######## block 1 ########
===== config.mk =====
export PLATFORM = sky130hd
export DESIGN_NAME = alarm_set_ctrl
export DESIGN_NICKNAME = d
export VERILOG_FILES = /design/src/rtl/alarm_set_ctrl.sv
export SDC_FILE = /design/constraint.sdc
export NUM_CORES = 1
export LEC_CHECK = 0
export CORE_MARGIN = 8
export CORE_UTILIZATION = 40
export CTS_CLUSTER_DIAMETER = 120
export DETAILED_ROUTE_END_ITERATION = 10
export PLACE_DENSITY = 0.68
export SLEW_MARGIN = 15
export SYNTH_ARGS = -nofsm -noshare
export SYNTH_HDL_FRONTEND = slang
export SYNTH_SLANG_ARGS = --single-unit
export TNS_END_PERCENT = 1

===== constraint.sdc =====
create_clock -name clk -period 1.9 [get_ports clk]
set_clock_uncertainty 0.2 [all_clocks]
set_input_delay 0.38 -clock clk [delete_from_list [all_inputs] [get_ports clk]]
set_output_delay 0.38 -clock clk [all_outputs]
set_load 0.005 [all_outputs]

===== src/rtl/alarm_set_ctrl.sv =====
// Mode/set sequencer for the alarm clock's four modulo counters: button edges to inc/dec pulses,
// minute timekeeping with hour carry, set-mode timeout and blink. AUTOREPEAT_EN adds hold-to-repeat.
module alarm_set_ctrl #(
    parameter int MIN_MAX       = 60,
    parameter int HOLD_TICKS    = 8,
    parameter int REPEAT_TICKS  = 2,
    parameter int TIMEOUT_TICKS = 30
) (
    input  logic                       clk,
    input  logic                       rst,
    input  logic                       mode_btn,
    input  logic                       up_btn,
    input  logic                       dn_btn,
    input  logic                       tick,
    input  logic                       min_tick,
    input  logic [$clog2(MIN_MAX)-1:0] time_min,
    output logic                       tm_hr_inc,
    output logic                       tm_hr_dec,
    output logic                       tm_min_inc,
    output logic                       tm_min_dec,
    output logic                       al_hr_inc,
    output logic                       al_hr_dec,
    output logic                       al_min_inc,
    output logic                       al_min_dec,
    output logic [2:0]                 mode,
    output logic                       blink
);
    localparam int MW   = $clog2(MIN_MAX);
    localparam int TO_W = $clog2(TIMEOUT_TICKS + 1);

    typedef enum logic [2:0] {
        NORMAL   = 3'd0,
        SET_HR   = 3'd1,
        SET_MIN  = 3'd2,
        SET_AHR  = 3'd3,
        SET_AMIN = 3'd4
    } mode_e;

    mode_e             state_q, state_d;
    logic              mode_btn_q, up_btn_q, dn_btn_q;
    logic [TO_W-1:0]   to_q, to_d;
    logic              blink_q, blink_d;
    // {tm_hr_inc, tm_hr_dec, tm_min_inc, tm_min_dec, al_hr_inc, al_hr_dec, al_min_inc, al_min_dec}
    logic [7:0]        pulse_q, pulse_d;

    logic mode_press, up_press, dn_press;
    logic set_mode, inc_req, dec_req, tk_ok, carry;
    logic rpt_up, rpt_dn;
    logic [3:0] sel;

    assign mode_press = mode_btn & ~mode_btn_q;
    assign up_press   = up_btn & ~up_btn_q;
    assign dn_press   = dn_btn & ~dn_btn_q;
    assign set_mode   = state_q inside {SET_HR, SET_MIN, SET_AHR, SET_AMIN};

    // A mode press swallows any up/dn activity in the same cycle.
    assign inc_req = set_mode & ~mode_press & ((up_press & ~dn_btn) | rpt_up);
    assign dec_req = set_mode & ~mode_press & ((dn_press & ~up_btn) | rpt_dn);

    // Time is frozen while the user edits time-hours or time-minutes.
    assign tk_ok = min_tick & (state_q inside {NORMAL, SET_AHR, SET_AMIN});
    assign carry = tk_ok & (time_min == MW'(MIN_MAX - 1));

`ifdef AUTOREPEAT_EN
    localparam int HW = $clog2(HOLD_TICKS + 1);
    localparam int RW = $clog2(REPEAT_TICKS + 1);

    logic [HW-1:0] hold_q, hold_d;
    logic [RW-1:0] rep_q, rep_d;
    logic          held, rpt_fire;

    assign held = set_mode & ~mode_press & (up_btn ^ dn_btn);

    always_comb begin
        hold_d   = hold_q;
        rep_d    = rep_q;
        rpt_fire = 1'b0;
        if (!held) begin
            hold_d = '0;
            rep_d  = '0;
        end else if (tick) begin
            if (hold_q < HW'(HOLD_TICKS)) begin
                hold_d   = hold_q + 1'b1;
                rpt_fire = (hold_q == HW'(HOLD_TICKS - 1));
            end else if (rep_q >= RW'(REPEAT_TICKS - 1)) begin
                rep_d    = '0;
                rpt_fire = 1'b1;
            end else begin
                rep_d = rep_q + 1'b1;
            end
        end
    end

    always_ff @(posedge clk or negedge rst) begin
        if (!rst) begin
            hold_q <= '0;
            rep_q  <= '0;
        end else begin
            hold_q <= hold_d;
            rep_q  <= rep_d;
        end
    end

    assign rpt_up = rpt_fire & up_btn;
    assign rpt_dn = rpt_fire & dn_btn;
`else
    // Hold/repeat settings have no effect in this build.
    logic unused_cfg;
    assign unused_cfg = ^{HOLD_TICKS, REPEAT_TICKS};
    assign rpt_up     = 1'b0;
    assign rpt_dn     = 1'b0;
`endif

    always_comb begin
        state_d = state_q;
        to_d    = '0;
        sel     = 4'b0000;
        case (state_q)
            NORMAL:   if (mode_press) state_d = SET_HR;
            SET_HR:   begin sel = 4'b1000; if (mode_press) state_d = SET_MIN;  end
            SET_MIN:  begin sel = 4'b0100; if (mode_press) state_d = SET_AHR;  end
            SET_AHR:  begin sel = 4'b0010; if (mode_press) state_d = SET_AMIN; end
            SET_AMIN: begin sel = 4'b0001; if (mode_press) state_d = NORMAL;   end
            default:  state_d = NORMAL;
        endcase

        // Any button level counts as activity; the counter stops one short so it never overflows.
        if (set_mode && !(mode_btn || up_btn || dn_btn)) begin
            to_d = to_q;
            if (tick) begin
                if (to_q >= TO_W'(TIMEOUT_TICKS - 1)) begin
                    state_d = NORMAL;
                    to_d    = '0;
                end else begin
                    to_d = to_q + 1'b1;
                end
            end
        end

        blink_d = blink_q;
        if (state_d == NORMAL) blink_d = 1'b0;
        else if (tick && set_mode) blink_d = ~blink_q;

        pulse_d = {carry | (sel[3] & inc_req), sel[3] & dec_req,
                   tk_ok | (sel[2] & inc_req), sel[2] & dec_req,
                   sel[1] & inc_req,           sel[1] & dec_req,
                   sel[0] & inc_req,           sel[0] & dec_req};
    end

    always_ff @(posedge clk or negedge rst) begin
        if (!rst) begin
            state_q    <= NORMAL;
            mode_btn_q <= 1'b0;
            up_btn_q   <= 1'b0;
            dn_btn_q   <= 1'b0;
            to_q       <= '0;
            blink_q    <= 1'b0;
            pulse_q    <= '0;
        end else begin
            state_q    <= state_d;
            mode_btn_q <= mode_btn;
            up_btn_q   <= up_btn;
            dn_btn_q   <= dn_btn;
            to_q       <= to_d;
            blink_q    <= blink_d;
            pulse_q    <= pulse_d;
        end
    end

    assign {tm_hr_inc, tm_hr_dec, tm_min_inc, tm_min_dec,
            al_hr_inc, al_hr_dec, al_min_inc, al_min_dec} = pulse_q;
    assign mode  = state_q;
    assign blink = blink_q;

endmodule

######## block 2 ########
### config.mk
export PLATFORM = sky130hd
export DESIGN_NAME = pipe_hazard_ctrl_flat
export DESIGN_NICKNAME = d
export VERILOG_FILES = /design/src/rtl/pipe_hazard_ctrl_pkg.sv /design/src/rtl/pipe_hazard_ctrl_if.sv /design/src/rtl/pipe_hazard_ctrl_load_use_detect.sv /design/src/rtl/pipe_hazard_ctrl.sv /design/src/flat_wrapper.sv
export SDC_FILE = /design/constraint.sdc
export NUM_CORES = 1
export LEC_CHECK = 0
export CAP_MARGIN = 15
export CORE_ASPECT_RATIO = 1.5
export CORE_MARGIN = 2
export CORE_UTILIZATION = 42
export DETAILED_ROUTE_END_ITERATION = 16
export PLACE_DENSITY = 0.75
export SYNTH_ARGS = -nofsm -noshare
export SYNTH_HDL_FRONTEND = slang
export SYNTH_HIERARCHICAL = 1
export SYNTH_SLANG_ARGS = --single-unit
export TNS_END_PERCENT = 100
### constraint.sdc
create_clock -name clk -period 2.4 [get_ports clk]
set_input_delay 0.72 -clock clk [delete_from_list [all_inputs] [get_ports clk]]
set_output_delay 0.72 -clock clk [all_outputs]
set_load 0.01 [all_outputs]
### src/rtl/pipe_hazard_ctrl_pkg.sv
// Shared definitions for the pipeline sequencing controller: state encodings
// and the bundle of stall/flush controls produced each cycle.
package pipe_hazard_ctrl_pkg;

  localparam logic [1:0] ST_RUN      = 2'd0;
  localparam logic [1:0] ST_MC_WAIT  = 2'd1;
  localparam logic [1:0] ST_REDIRECT = 2'd2;

  typedef struct packed {
    logic mc_start;
    logic pc_stall;
    logic if_id_stall;
    logic id_ex_stall;
    logic if_id_flush;
    logic id_ex_flush;
    logic ex_mem_flush;
  } ctrl_t;

endpackage

### src/rtl/pipe_hazard_ctrl_if.sv
// Pipeline-side view of the hazard controller: ID/EX observations in,
// stall/flush controls and multi-cycle handshake out.
interface pipe_hazard_ctrl_if;
  logic       id_valid;
  logic [3:0] id_rs1;
  logic [3:0] id_rs2;
  logic       id_uses_rs2;
  logic [3:0] ex_rd;
  logic       ex_mem_read;
  logic       ex_multicycle;
  logic       ex_branch_taken;
  logic       mc_done;
  logic       mc_start;
  logic       pc_stall;
  logic       if_id_stall;
  logic       id_ex_stall;
  logic       if_id_flush;
  logic       id_ex_flush;
  logic       ex_mem_flush;
  logic       mc_error;
  logic       busy;

  modport master (
    output id_valid, id_rs1, id_rs2, id_uses_rs2, ex_rd, ex_mem_read,
           ex_multicycle, ex_branch_taken, mc_done,
    input  mc_start, pc_stall, if_id_stall, id_ex_stall, if_id_flush,
           id_ex_flush, ex_mem_flush, mc_error, busy
  );

  modport slave (
    input  id_valid, id_rs1, id_rs2, id_uses_rs2, ex_rd, ex_mem_read,
           ex_multicycle, ex_branch_taken, mc_done,
    output mc_start, pc_stall, if_id_stall, id_ex_stall, if_id_flush,
           id_ex_flush, ex_mem_flush, mc_error, busy
  );
endinterface

### src/rtl/pipe_hazard_ctrl_load_use_detect.sv
// Load-use comparator: a load in ID/EX whose destination feeds the ID
// instruction. Kept standalone so the forwarding unit can reuse it.
module load_use_detect (
  input  logic       ex_mem_read,
  input  logic       id_valid,
  input  logic [3:0] ex_rd,
  input  logic [3:0] id_rs1,
  input  logic [3:0] id_rs2,
  input  logic       id_uses_rs2,
  output logic       lu
);
  // r0 is hardwired to zero, so a load into it is never a real dependency
  assign lu = ex_mem_read & id_valid & (ex_rd != 4'd0) &
              ((ex_rd == id_rs1) | (id_uses_rs2 & (ex_rd == id_rs2)));
endmodule

### src/rtl/pipe_hazard_ctrl.sv
// ID/EX sequencing controller: load-use bubbles, taken-branch redirects and
// multi-cycle EX operations with a start/done/timeout handshake.
module pipe_hazard_ctrl
  import pipe_hazard_ctrl_pkg::*;
#(
  parameter int REDIRECT_CYCLES = 1,
  parameter int MC_TIMEOUT      = 32
) (
  input  logic               clk,
  input  logic               rst_n,
  pipe_hazard_ctrl_if.slave  pif
);
  localparam logic [7:0] RDC = 8'(REDIRECT_CYCLES);
  localparam logic [7:0] TMO = 8'(MC_TIMEOUT);

  logic [1:0] state, state_nxt;
  logic [7:0] cnt, cnt_nxt;
  logic       err, err_set, lu;
  ctrl_t      ctl;

  load_use_detect u_lu (
    .ex_mem_read (pif.ex_mem_read),
    .id_valid    (pif.id_valid),
    .ex_rd       (pif.ex_rd),
    .id_rs1      (pif.id_rs1),
    .id_rs2      (pif.id_rs2),
    .id_uses_rs2 (pif.id_uses_rs2),
    .lu          (lu)
  );

  always_comb begin
    ctl       = '0;
    state_nxt = state;
    cnt_nxt   = cnt;
    err_set   = 1'b0;
    case (state)
      ST_RUN: begin
        if (pif.ex_branch_taken) begin
          ctl.if_id_flush = 1'b1;
          ctl.id_ex_flush = 1'b1;
          if (RDC != 8'd0) begin
            state_nxt = ST_REDIRECT;
            cnt_nxt   = RDC;
          end
        end else if (pif.ex_multicycle) begin
          ctl.mc_start     = 1'b1;
          ctl.pc_stall     = 1'b1;
          ctl.if_id_stall  = 1'b1;
          ctl.id_ex_stall  = 1'b1;
          ctl.ex_mem_flush = 1'b1;
          state_nxt        = ST_MC_WAIT;
          cnt_nxt          = 8'd1;
        end else if (lu) begin
          ctl.pc_stall    = 1'b1;
          ctl.if_id_stall = 1'b1;
          ctl.id_ex_flush = 1'b1;
        end
      end
      ST_MC_WAIT: begin
        // done beats timeout so a result landing on the last cycle is kept
        if (pif.mc_done) begin
          state_nxt = ST_RUN;
          cnt_nxt   = 8'd0;
        end else if (cnt == TMO) begin
          err_set          = 1'b1;
          ctl.ex_mem_flush = 1'b1;
          state_nxt        = ST_RUN;
          cnt_nxt          = 8'd0;
        end else begin
          ctl.pc_stall     = 1'b1;
          ctl.if_id_stall  = 1'b1;
          ctl.id_ex_stall  = 1'b1;
          ctl.ex_mem_flush = 1'b1;
          cnt_nxt          = cnt + 8'd1;
        end
      end
      ST_REDIRECT: begin
        ctl.if_id_flush = 1'b1;
        cnt_nxt         = cnt - 8'd1;
        if (cnt <= 8'd1) begin
          state_nxt = ST_RUN;
          cnt_nxt   = 8'd0;
        end
      end
      default: begin
        state_nxt = ST_RUN;
        cnt_nxt   = 8'd0;
      end
    endcase
  end

  always_ff @(posedge clk) begin
    if (!rst_n) begin
      state <= ST_RUN;
      cnt   <= 8'd0;
      err   <= 1'b0;
    end else begin
      state <= state_nxt;
      cnt   <= cnt_nxt;
      err   <= err | err_set;
    end
  end

  // everything is held quiet while reset is asserted
  assign pif.mc_start     = rst_n & ctl.mc_start;
  assign pif.pc_stall     = rst_n & ctl.pc_stall;
  assign pif.if_id_stall  = rst_n & ctl.if_id_stall;
  assign pif.id_ex_stall  = rst_n & ctl.id_ex_stall;
  assign pif.if_id_flush  = rst_n & ctl.if_id_flush;
  assign pif.id_ex_flush  = rst_n & ctl.id_ex_flush;
  assign pif.ex_mem_flush = rst_n & ctl.ex_mem_flush;
  assign pif.mc_error     = rst_n & err;
  assign pif.busy         = rst_n & (state != ST_RUN);

endmodule

### src/flat_wrapper.sv
// flat-port wrapper written by rule: the top's interface ports become plain ports
module pipe_hazard_ctrl_flat import pipe_hazard_ctrl_pkg::*;
#(
  parameter int REDIRECT_CYCLES = 1,
  parameter int MC_TIMEOUT      = 32
)
  (clk, rst_n, pif_id_valid, pif_id_rs1, pif_id_rs2, pif_id_uses_rs2, pif_ex_rd, pif_ex_mem_read, pif_ex_multicycle, pif_ex_branch_taken, pif_mc_done, pif_mc_start, pif_pc_stall, pif_if_id_stall, pif_id_ex_stall, pif_if_id_flush, pif_id_ex_flush, pif_ex_mem_flush, pif_mc_error, pif_busy);
  pipe_hazard_ctrl_if pif_i ();
  input  logic clk;
  input  logic rst_n;
  input wire logic [$bits(pif_i.id_valid)-1:0] pif_id_valid;
  input wire logic [$bits(pif_i.id_rs1)-1:0] pif_id_rs1;
  input wire logic [$bits(pif_i.id_rs2)-1:0] pif_id_rs2;
  input wire logic [$bits(pif_i.id_uses_rs2)-1:0] pif_id_uses_rs2;
  input wire logic [$bits(pif_i.ex_rd)-1:0] pif_ex_rd;
  input wire logic [$bits(pif_i.ex_mem_read)-1:0] pif_ex_mem_read;
  input wire logic [$bits(pif_i.ex_multicycle)-1:0] pif_ex_multicycle;
  input wire logic [$bits(pif_i.ex_branch_taken)-1:0] pif_ex_branch_taken;
  input wire logic [$bits(pif_i.mc_done)-1:0] pif_mc_done;
  output wire logic [$bits(pif_i.mc_start)-1:0] pif_mc_start;
  output wire logic [$bits(pif_i.pc_stall)-1:0] pif_pc_stall;
  output wire logic [$bits(pif_i.if_id_stall)-1:0] pif_if_id_stall;
  output wire logic [$bits(pif_i.id_ex_stall)-1:0] pif_id_ex_stall;
  output wire logic [$bits(pif_i.if_id_flush)-1:0] pif_if_id_flush;
  output wire logic [$bits(pif_i.id_ex_flush)-1:0] pif_id_ex_flush;
  output wire logic [$bits(pif_i.ex_mem_flush)-1:0] pif_ex_mem_flush;
  output wire logic [$bits(pif_i.mc_error)-1:0] pif_mc_error;
  output wire logic [$bits(pif_i.busy)-1:0] pif_busy;
  assign pif_i.id_valid = pif_id_valid;
  assign pif_i.id_rs1 = pif_id_rs1;
  assign pif_i.id_rs2 = pif_id_rs2;
  assign pif_i.id_uses_rs2 = pif_id_uses_rs2;
  assign pif_i.ex_rd = pif_ex_rd;
  assign pif_i.ex_mem_read = pif_ex_mem_read;
  assign pif_i.ex_multicycle = pif_ex_multicycle;
  assign pif_i.ex_branch_taken = pif_ex_branch_taken;
  assign pif_i.mc_done = pif_mc_done;
  assign pif_mc_start = pif_i.mc_start;
  assign pif_pc_stall = pif_i.pc_stall;
  assign pif_if_id_stall = pif_i.if_id_stall;
  assign pif_id_ex_stall = pif_i.id_ex_stall;
  assign pif_if_id_flush = pif_i.if_id_flush;
  assign pif_id_ex_flush = pif_i.id_ex_flush;
  assign pif_ex_mem_flush = pif_i.ex_mem_flush;
  assign pif_mc_error = pif_i.mc_error;
  assign pif_busy = pif_i.busy;
  pipe_hazard_ctrl #(.REDIRECT_CYCLES(REDIRECT_CYCLES), .MC_TIMEOUT(MC_TIMEOUT)) u_core (.clk(clk), .rst_n(rst_n), .pif(pif_i));
endmodule
######## block 3 ########
===== src/rtl/lsu_mem_port_pkg.sv =====
// lsu_mem_pkg: shared constants and helpers for the LSU memory port.
//   - request size encodings
//   - FSM state encodings (2-bit constants)
//   - lane_mask   : size + beat offset -> 8-bit byte-lane enables
//   - expand_mask : byte-lane enables -> 64-bit per-bit write mask
//   - store_beat  : LSB-justified store data replicated across the beat
//   - misaligned  : access error check (reserved size or unaligned)
`timescale 1ns/1ps

package lsu_mem_pkg;

    localparam logic [1:0] SIZE_BYTE = 2'd0;
    localparam logic [1:0] SIZE_HALF = 2'd1;
    localparam logic [1:0] SIZE_WORD = 2'd2;
    localparam logic [1:0] SIZE_RSVD = 2'd3;

    localparam logic [1:0] ST_IDLE   = 2'd0;
    localparam logic [1:0] ST_ACCESS = 2'd1;
    localparam logic [1:0] ST_WAIT   = 2'd2;
    localparam logic [1:0] ST_RESP   = 2'd3;

    function automatic logic [7:0] lane_mask(input logic [1:0] size,
                                             input logic [2:0] offset);
        logic [7:0] base;
        case (size)
            SIZE_BYTE: base = 8'h01;
            SIZE_HALF: base = 8'h03;
            SIZE_WORD: base = 8'h0F;
            default:   base = 8'h00;
        endcase
        return base << offset;
    endfunction

    function automatic logic [63:0] expand_mask(input logic [7:0] be);
        logic [63:0] m;
        m = '0;
        for (int unsigned i = 0; i < 8; i++) begin
            m[8*i +: 8] = {8{be[i]}};
        end
        return m;
    endfunction

    // The memory picks the lanes via wmask, so the data is simply
    // replicated and every lane carries the correct bytes.
    function automatic logic [63:0] store_beat(input logic [1:0]  size,
                                               input logic [31:0] data);
        case (size)
            SIZE_BYTE: return {8{data[7:0]}};
            SIZE_HALF: return {4{data[15:0]}};
            default:   return {2{data}};
        endcase
    endfunction

    function automatic logic misaligned(input logic [1:0] size,
                                        input logic [1:0] lo);
        return (size == SIZE_RSVD)
            || (size == SIZE_HALF && lo[0])
            || (size == SIZE_WORD && lo != 2'b00);
    endfunction

endpackage


===== src/rtl/lsu_mem_port_if.sv =====
// Interfaces for the LSU memory port.
//   lsu_req_if : LSU request/response handshake
//       master = LSU (drives req_*), slave = lsu_mem_port
//       req_valid/req_ready, req_we, req_size, req_unsigned, req_addr,
//       req_wdata, rsp_valid, rsp_rdata, rsp_err
//   mem_bus_if : simulation memory pins
//       master = lsu_mem_port, slave = memory
//       ncs, nwe (active-low), addr, wdata, wmask, rdata
`timescale 1ns/1ps

interface lsu_req_if #(
    parameter int ADDR_WIDTH = 32
);
    logic                  req_valid;
    logic                  req_ready;
    logic                  req_we;
    logic [1:0]            req_size;
    logic                  req_unsigned;
    logic [ADDR_WIDTH-1:0] req_addr;
    logic [31:0]           req_wdata;
    logic                  rsp_valid;
    logic [31:0]           rsp_rdata;
    logic                  rsp_err;

    modport master (
        output req_valid, req_we, req_size, req_unsigned, req_addr, req_wdata,
        input  req_ready, rsp_valid, rsp_rdata, rsp_err
    );

    modport slave (
        input  req_valid, req_we, req_size, req_unsigned, req_addr, req_wdata,
        output req_ready, rsp_valid, rsp_rdata, rsp_err
    );
endinterface

interface mem_bus_if #(
    parameter int ADDR_WIDTH = 32,
    parameter int DATA_WIDTH = 64
);
    logic                  ncs;
    logic                  nwe;
    logic [ADDR_WIDTH-1:0] addr;
    logic [DATA_WIDTH-1:0] wdata;
    logic [DATA_WIDTH-1:0] wmask;
    logic [DATA_WIDTH-1:0] rdata;

    modport master (
        output ncs, nwe, addr, wdata, wmask,
        input  rdata
    );

    modport slave (
        input  ncs, nwe, addr, wdata, wmask,
        output rdata
    );
endinterface


===== src/rtl/lsu_mem_port_load_align.sv =====
// lsu_load_align: picks the addressed byte/half/word out of a 64-bit read
// beat and sign- or zero-extends it to 32 bits. Purely combinational.
//   beat        in  64  read beat
//   offset      in  3   byte offset of the access inside the beat
//   size        in  2   0 byte, 1 half, 2 word
//   is_unsigned in  1   zero-extend when 1
//   result      out 32  extended load data
`timescale 1ns/1ps

module lsu_load_align
    import lsu_mem_pkg::*;
(
    input  logic [63:0] beat,
    input  logic [2:0]  offset,
    input  logic [1:0]  size,
    input  logic        is_unsigned,
    output logic [31:0] result
);

    logic [31:0] lane;

    // Accesses are naturally aligned, so shifting by the byte offset lands
    // the addressed halfword/word at bit 0 as well.
    always_comb begin
        lane = 32'(beat >> {offset, 3'b000});
    end

    always_comb begin
        result = '0;
        case (size)
            SIZE_BYTE: result = is_unsigned ? {24'h0, lane[7:0]}
                                            : {{24{lane[7]}}, lane[7:0]};
            SIZE_HALF: result = is_unsigned ? {16'h0, lane[15:0]}
                                            : {{16{lane[15]}}, lane[15:0]};
            default:   result = lane;
        endcase
    end

endmodule


===== src/rtl/lsu_mem_port.sv =====
// lsu_mem_port: initiator side of the 64-bit simulation memory port.
// Takes one load/store at a time from the LSU, rejects misaligned or
// reserved-size requests without a memory cycle, drives the active-low
// memory strobes for exactly one cycle, and returns one response strobe.
//   clk, nrst : clock, asynchronous active-low reset
//   lsu       : request/response handshake (lsu_req_if.slave)
//   mem       : memory pins (mem_bus_if.master)
// Store: IDLE -> ACCESS -> RESP. Load: IDLE -> ACCESS -> WAIT -> RESP.
// Error: IDLE -> RESP.
`timescale 1ns/1ps

module lsu_mem_port
    import lsu_mem_pkg::*;
#(
    parameter int ADDR_WIDTH = 32,
    parameter int DATA_WIDTH = 64
) (
    input  logic       clk,
    input  logic       nrst,
    lsu_req_if.slave   lsu,
    mem_bus_if.master  mem
);

    logic [1:0]            state;
    logic                  we_q;
    logic [1:0]            size_q;
    logic [2:0]            off_q;
    logic                  uns_q;
    logic                  ncs_q;
    logic                  nwe_q;
    logic [ADDR_WIDTH-1:0] addr_q;
    logic [DATA_WIDTH-1:0] wdata_q;
    logic [DATA_WIDTH-1:0] wmask_q;
    logic [31:0]           rdata_q;
    logic                  err_q;

    logic                  req_bad;
    logic [31:0]           ld_result;

    assign req_bad = misaligned(lsu.req_size, lsu.req_addr[1:0]);

    lsu_load_align u_align (
        .beat        (mem.rdata),
        .offset      (off_q),
        .size        (size_q),
        .is_unsigned (uns_q),
        .result      (ld_result)
    );

    // Memory strobes are registered at accept so they are valid for the
    // whole ACCESS cycle; the memory acts on the edge that leaves ACCESS.
    always_ff @(posedge clk or negedge nrst) begin
        if (!nrst) begin
            state   <= ST_IDLE;
            we_q    <= 1'b0;
            size_q  <= SIZE_BYTE;
            off_q   <= '0;
            uns_q   <= 1'b0;
            ncs_q   <= 1'b1;
            nwe_q   <= 1'b1;
            addr_q  <= '0;
            wdata_q <= '0;
            wmask_q <= '0;
            rdata_q <= '0;
            err_q   <= 1'b0;
        end else begin
            case (state)
                ST_IDLE: begin
                    if (lsu.req_valid) begin
                        we_q   <= lsu.req_we;
                        size_q <= lsu.req_size;
                        off_q  <= lsu.req_addr[2:0];
                        uns_q  <= lsu.req_unsigned;
                        if (req_bad) begin
                            err_q   <= 1'b1;
                            rdata_q <= '0;
                            state   <= ST_RESP;
                        end else begin
                            ncs_q  <= 1'b0;
                            nwe_q  <= ~lsu.req_we;
                            addr_q <= {lsu.req_addr[ADDR_WIDTH-1:3], 3'b000};
                            if (lsu.req_we) begin
                                wdata_q <= store_beat(lsu.req_size, lsu.req_wdata);
                                wmask_q <= expand_mask(lane_mask(lsu.req_size,
                                                                 lsu.req_addr[2:0]));
                            end
                            state <= ST_ACCESS;
                        end
                    end
                end
                ST_ACCESS: begin
                    ncs_q   <= 1'b1;
                    nwe_q   <= 1'b1;
                    wmask_q <= '0;
                    if (we_q) begin
                        err_q   <= 1'b0;
                        rdata_q <= '0;
                        state   <= ST_RESP;
                    end else begin
                        state <= ST_WAIT;
                    end
                end
                ST_WAIT: begin
                    err_q   <= 1'b0;
                    rdata_q <= ld_result;
                    state   <= ST_RESP;
                end
                ST_RESP: begin
                    state <= ST_IDLE;
                end
                default: begin
                    state <= ST_IDLE;
                end
            endcase
        end
    end

    assign lsu.req_ready = (state == ST_IDLE);
    assign lsu.rsp_valid = (state == ST_RESP);
    assign lsu.rsp_rdata = rdata_q;
    assign lsu.rsp_err   = err_q;

    assign mem.ncs   = ncs_q;
    assign mem.nwe   = nwe_q;
    assign mem.addr  = addr_q;
    assign mem.wdata = wdata_q;
    assign mem.wmask = wmask_q;

endmodule


===== src/flat_wrapper.sv =====
// flat-port wrapper written by rule: the top's interface ports become plain ports
module lsu_mem_port_flat import lsu_mem_pkg::*;
#(
    parameter int ADDR_WIDTH = 32,
    parameter int DATA_WIDTH = 64
)
  (clk, nrst, lsu_req_valid, lsu_req_we, lsu_req_size, lsu_req_unsigned, lsu_req_addr, lsu_req_wdata, lsu_req_ready, lsu_rsp_valid, lsu_rsp_rdata, lsu_rsp_err, mem_ncs, mem_nwe, mem_addr, mem_wdata, mem_wmask, mem_rdata);
  lsu_req_if #(.ADDR_WIDTH(ADDR_WIDTH)) lsu_i ();
  mem_bus_if #(.ADDR_WIDTH(ADDR_WIDTH), .DATA_WIDTH(DATA_WIDTH)) mem_i ();
  input  logic clk;
  input  logic nrst;
  input wire logic [$bits(lsu_i.req_valid)-1:0] lsu_req_valid;
  input wire logic [$bits(lsu_i.req_we)-1:0] lsu_req_we;
  input wire logic [$bits(lsu_i.req_size)-1:0] lsu_req_size;
  input wire logic [$bits(lsu_i.req_unsigned)-1:0] lsu_req_unsigned;
  input wire logic [$bits(lsu_i.req_addr)-1:0] lsu_req_addr;
  input wire logic [$bits(lsu_i.req_wdata)-1:0] lsu_req_wdata;
  output wire logic [$bits(lsu_i.req_ready)-1:0] lsu_req_ready;
  output wire logic [$bits(lsu_i.rsp_valid)-1:0] lsu_rsp_valid;
  output wire logic [$bits(lsu_i.rsp_rdata)-1:0] lsu_rsp_rdata;
  output wire logic [$bits(lsu_i.rsp_err)-1:0] lsu_rsp_err;
  output wire logic [$bits(mem_i.ncs)-1:0] mem_ncs;
  output wire logic [$bits(mem_i.nwe)-1:0] mem_nwe;
  output wire logic [$bits(mem_i.addr)-1:0] mem_addr;
  output wire logic [$bits(mem_i.wdata)-1:0] mem_wdata;
  output wire logic [$bits(mem_i.wmask)-1:0] mem_wmask;
  input wire logic [$bits(mem_i.rdata)-1:0] mem_rdata;
  assign lsu_i.req_valid = lsu_req_valid;
  assign lsu_i.req_we = lsu_req_we;
  assign lsu_i.req_size = lsu_req_size;
  assign lsu_i.req_unsigned = lsu_req_unsigned;
  assign lsu_i.req_addr = lsu_req_addr;
  assign lsu_i.req_wdata = lsu_req_wdata;
  assign lsu_req_ready = lsu_i.req_ready;
  assign lsu_rsp_valid = lsu_i.rsp_valid;
  assign lsu_rsp_rdata = lsu_i.rsp_rdata;
  assign lsu_rsp_err = lsu_i.rsp_err;
  assign mem_ncs = mem_i.ncs;
  assign mem_nwe = mem_i.nwe;
  assign mem_addr = mem_i.addr;
  assign mem_wdata = mem_i.wdata;
  assign mem_wmask = mem_i.wmask;
  assign mem_i.rdata = mem_rdata;
  lsu_mem_port #(.ADDR_WIDTH(ADDR_WIDTH), .DATA_WIDTH(DATA_WIDTH)) u_core (.clk(clk), .nrst(nrst), .lsu(lsu_i), .mem(mem_i));
endmodule

===== config.mk =====
export PLATFORM = sky130hd
export DESIGN_NAME = lsu_mem_port_flat
export DESIGN_NICKNAME = d
export VERILOG_FILES = /design/src/rtl/lsu_mem_port_pkg.sv /design/src/rtl/lsu_mem_port_if.sv /design/src/rtl/lsu_mem_port_load_align.sv /design/src/rtl/lsu_mem_port.sv /design/src/flat_wrapper.sv
export SDC_FILE = /design/constraint.sdc
export NUM_CORES = 1
export LEC_CHECK = 0
export CORE_MARGIN = 2
export CORE_UTILIZATION = 46
export DETAILED_ROUTE_END_ITERATION = 8
export PLACE_DENSITY_LB_ADDON = 0.25
export SETUP_SLACK_MARGIN = 0.5
export SYNTH_ARGS = -nofsm -noshare
export SYNTH_HDL_FRONTEND = slang
export SYNTH_HIERARCHICAL = 1
export SYNTH_SLANG_ARGS = --single-unit

===== constraint.sdc =====
create_clock -name clk -period 3.5 [get_ports clk]
set_input_delay 0.525 -clock clk [delete_from_list [all_inputs] [get_ports clk]]
set_output_delay 0.525 -clock clk [all_outputs]
set_load 0.02 [all_outputs]

block_1/clk_routes.png
Drawn at 6 px/µm.
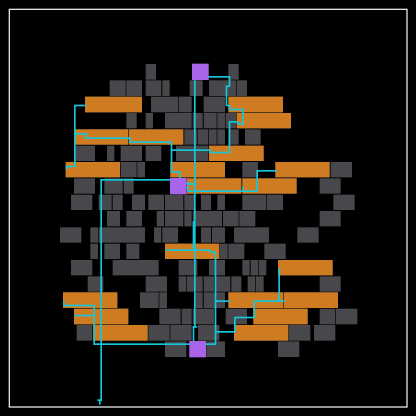
clock drivers: in purple, count 3. clock wires: in cyan, length 284 µm. flip-flops: in orange, count 20.
There are 4 routed clock nets.

==> reports/results.tsv, block 1 <==
metric	value	unit
syn_to_final_growth	39.5	%
met2_length	1030	µm
warning_count	27	
place_inst	157	
ys_top_cells_by_count	dfrtp_1 (20), nor2_1 (10), nand2_1 (8)	
syn-num-nets	110	
pwr_density_cell	954	mW/mm²
p_int	0.000889	W
drv_cap	0	
p_sw_share	33.3	%
top_cells_by_area	dfrtp_1 (50%), nand4_4 (4.2%), nor2_1 (3.7%)	
flop-count	20	
grt-ovfl-total	0	
use_met1	13.2	%
antenna_found_initial	0	
cts_hold_buffers	0	
n_all_buffers	38	
synth_cell_type_count	33	
status	completed	
avgSynthCellArea	10.5	µm²
critPathSlowestCell	clkdlybuf4s50_1	
finalNonFillerCells	163	
p_comb	0.000562	W
setup_viol_count_final	0	
block 1: layout by cell type (no fill, tap or decap), drive strengths merged, types with 2 or more instances in the layout:
| cell | n |
|---|---|
| a21oi | 7 |
| a31oi | 2 |
| buf | 14 |
| clkbuf | 4 |
| clkdlybuf4s50 | 24 |
| dfrtp | 20 |
| ha | 2 |
| inv | 4 |
| nand2 | 8 |
| nand2b | 2 |
| nand3 | 4 |
| nand3b | 3 |
| nand4 | 6 |
| nor2 | 10 |
| nor3 | 6 |
| nor3b | 2 |
| o21ai | 2 |
| or3 | 2 |
| xor2 | 2 |
block 1: flip-flops by register name, indices dropped and copies added, names as in the netlist:
name / flops
pulse_q: 8
to_q: 5
mode: 3
blink: 1
dn_btn_q: 1
mode_btn_q: 1
up_btn_q: 1
block 1: cells by family after synthesis:
kind of cell               after synthesis  synth area share, %
AOI/OAI and AO/OA                       15                 10.6
buffers and inverters                    8                 4.62
xor gates and xnor gates                 3                 2.62
DFF                                     20                 49.9
adders and majority gates                2                 2.50
muxes                                    1                0.999
and+or+nand+nor                         46                 28.7
block_2/clk_routes.png
Drawn at 6 px/µm.
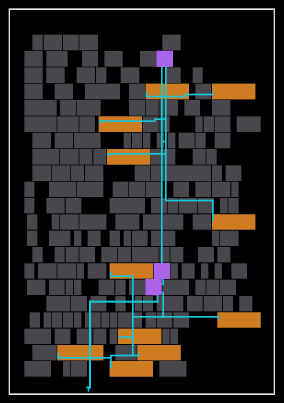
clock wires: in cyan, length 199 µm. clock drivers: in purple, count 3. flip-flops: in orange, count 11.
There are 4 routed clock nets.
Clock Power: 0.000141 W
clock power share: 24.0%
Worst Clk Skew: 5.93 ps
clk latency of the worst-skew pair: 290 ps

==> reports/results.tsv, block 2 <==
metric	value	unit
yosysWarnings	6	
max_slew_margin	65.5	%
reg2reg_to	u_core/cnt[4]	
dpl.hpwl	2390	µm
reg2reg_slack	340	ps
yosys.area.top_type	dfxtp_1	
pwr_density_cell	378	mW/mm²
status	finished with violations	
syn_to_final_growth	55.0	%
fin_ws	-271	ps
setup_viol_count_final	3	
worstSetupStartpoint	pif_ex_rd[2]	
synthSimpleGateAreaFrac	28.5	%
crit_family	simple AND/OR/NAND/NOR gates	
violations	setup timing	
viasPerCell	5.67	
regMostFlops	u_core/cnt	
max_freq	374	MHz
crit_buf_inv	2	
place_ws	-956	ps
crit_chain	buf_8 > or4_4 > nand4_1 > o22ai_2 > o21ai_2 > a21oi_2 > buf_2	
peakVddDrop	259	µV
synth-edff-count	0	
clockRootBuffer	clkbuf_4	
grt_pass1_vias	1223	
p_leak	0.698	nW
use_met1	25.4	%
==> block 2: cell type report <==
class                      instances  share of cell area (%)
clock buffer                       4                    1.69
inverter                           5                    1.20
multi-input combinational        109                    50.7
sequential                        11                    14.2
tap                               23                    1.85
timing repair buffer              57                    30.4
==> block 2: cells in the final DEF (no fill, tap or decap), types with 2 or more instances in the layout <==
master and n:
or4_1 2, a21oi_1 11, a21oi_2 3, clkbuf_4 3, o32ai_1 2, or4_4 2, or3_1 3, nor2_1 12
nand4_1 3, o21a_1 2, buf_2 8, buf_4 28, nand3b_1 2, inv_1 5, nand2_1 8, buf_8 2
nand3_1 3, dlymetal6s2s_1 5, xnor2_1 8, nand2b_1 3, dfxtp_1 10, dlygate4sd2_1 10, ha_1 4, a21boi_0 2
o31a_1 3, o21ai_0 7
==> block 2: Yosys cell counts (2+ instances only) <==
cell type and instances:
o31a_1 3, o32ai_1 2, inv_1 5, nand2_1 9
or3_1 4, xnor2_1 9, nor3_1 2, buf_2 2
o21ai_0 8, o21a_1 2, nand3b_1 2, nand3_1 3
nor3b_1 2, nand4_1 3, nor2_1 12, ha_1 4
a21boi_0 2, dfxtp_1 11, a21oi_1 14, or4_1 3
clkbuf_1 5, nand2b_1 3
block_3/congestion.png
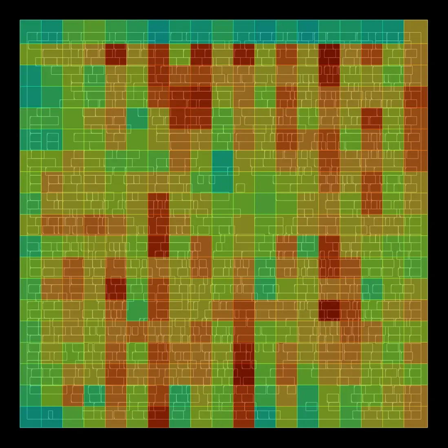
met2 Use GR: 43.8%
final core occ: 68.4%
Tot GR Track Use: 25.6%

block_3/wires.png
Drawn at 4 px/µm.
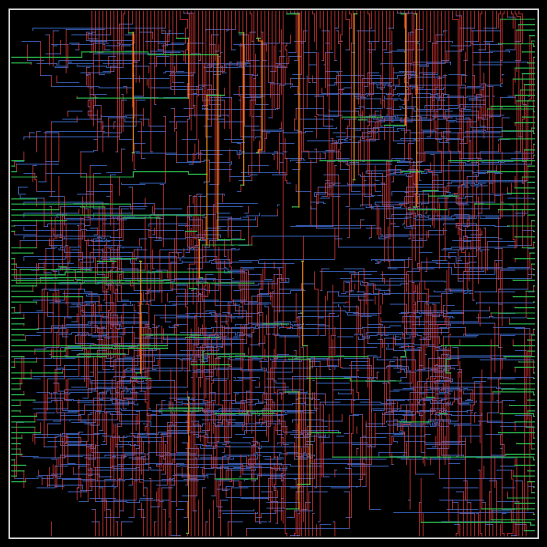
metal 4: in orange, wire length 516 µm. metal 2: in red, wire length 11300 µm. metal 1: in blue, wire length 8950 µm. metal 3: in green, wire length 1540 µm.
via count: 6399
wire per inst: 18.9 µm
final wirelength: 22300 µm

==> reports/results.tsv, block 3 <==
metric	value	unit
die_area	0.0174	mm²
viasPerCell	5.44	
status	completed	
pwr_density_cell	950	mW/mm²
required	3750	ps
p_clk	0.00186	W
synthesis.area	0.00752	mm²
p_switching	0.00437	W
hold_slack	186	ps
critPathLaunchType	input port	
cts_resized	0	
flop-count	113	
ys_sh_aoi	17.2	%
p_comb	0.00603	W
p_leak	4.55	nW
flop_area	0.00283	mm²
drive_above_1_share	17.9	%
clock_buffers	18	
crit_type	in2reg	
## block 3: layout by cell type, fill, tap and decap left out, types with 2 or more instances in the layout
master,count
o21ai_1,3
and3_1,2
buf_12,3
o2bb2ai_1,15
a22o_1,8
nand3_1,13
o21bai_2,2
mux2_2,50
dfstp_2,2
clkbuf_16,17
clkdlybuf4s50_1,327
o211ai_1,11
dfrtp_2,3
mux4_2,23
a22oi_1,9
nor2b_1,11
nand3_2,6
bufinv_16,4
nand2b_1,5
o41ai_1,2
nor3_1,2
dfrtp_1,108
buf_4,12
inv_1,9
a2bb2oi_1,2
inv_6,3
nor2_1,14
clkinv_4,5
conb_1,3
ha_1,10
a21o_1,2
clkinvlp_4,2
o21ai_0,90
a21oi_1,15
o21ai_2,30
mux2i_1,54
nand2_1,63
## block 3: routing by layer
metal	vias to the layer above	wire length [µm]	part of all wire, %	GRT usage, %
li1	2987	-	-	-
met1	3105	8950	40	31.5
met2	273	11300	51	43.8
met3	34	1540	6.9	6.73
met4	0	515	2.3	8.64
met5	-	0	0	0
## block 3: worst max-delay path: stages
cell and delay (ps):
clkdlybuf4s50_1 550, inv_1 100, ha_1 340, nor3_1 550
o31a_2 240, or2_4 510, o21ai_0 190

==> screenshots <==
Cell classes on the final placement.
shot_01.png
Drawn at 8 px/µm. Fill, decap, tap and diode cells in grey.
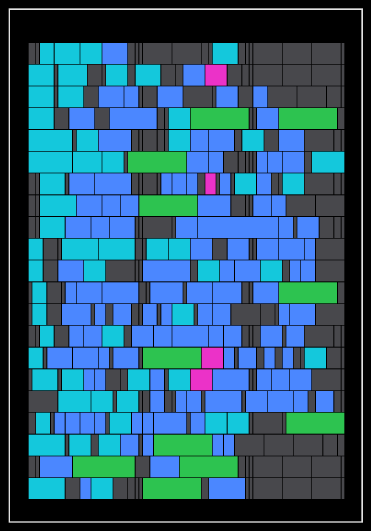
shot_02.png
Drawn at 4 px/µm. Fill, decap, tap and diode cells in grey.
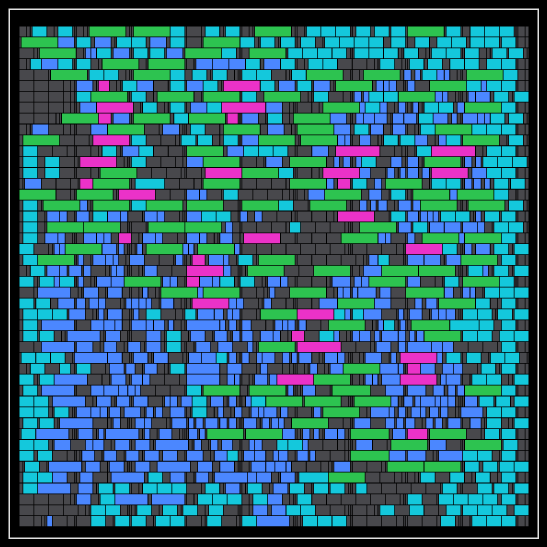
shot_03.png
Drawn at 8 px/µm. Fill, decap, tap and diode cells in grey.
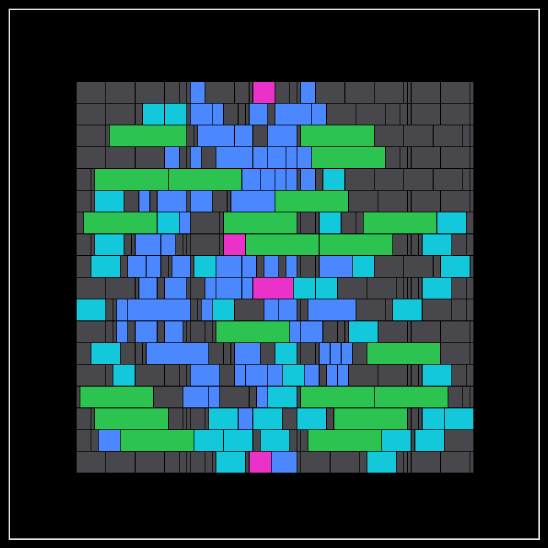
Block 3 is shot_02.png.
Block 1 is shot_03.png.
Block 2 is shot_01.png.
Of these, largest die: shot_02.png
Of these, most sequential cells: shot_02.png



==> layout pictures side by side <==
Supply network.
panel A
Drawn at 4 px/µm. Pins as bars on the die edge. Tap cells in grey.
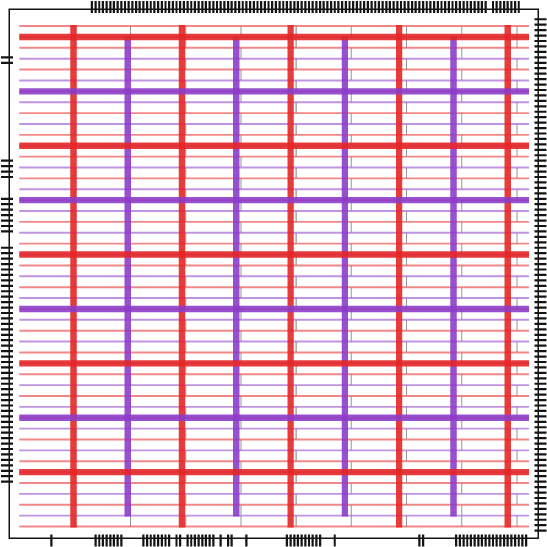
panel B
Drawn at 8 px/µm. Pins as bars on the die edge. Tap cells in grey.
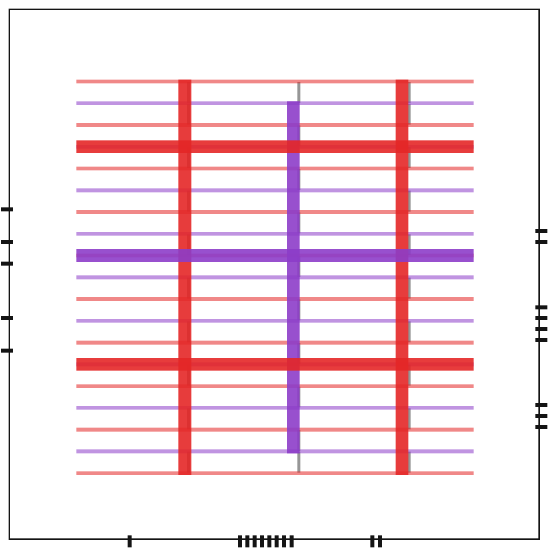
panel C
Drawn at 8 px/µm. Pins as bars on the die edge. Tap cells in grey.
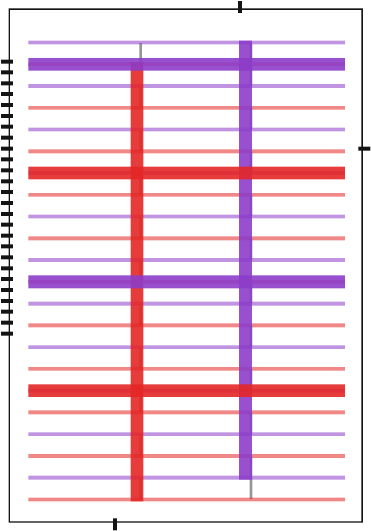
- largest die: panel A
- smallest die: panel C
Block 1 is panel B.
Block 2 is panel C.
Block 3 is panel A.

Key to panel A:
VDD: in purple. VSS: in red.
The core has 46 rows. 47 met1 rails follow the rows. 216 tap cells. 332 signal pins sit on the boundary. 9 straps on met4.

Power is estimated from default activity; no workload was simulated.
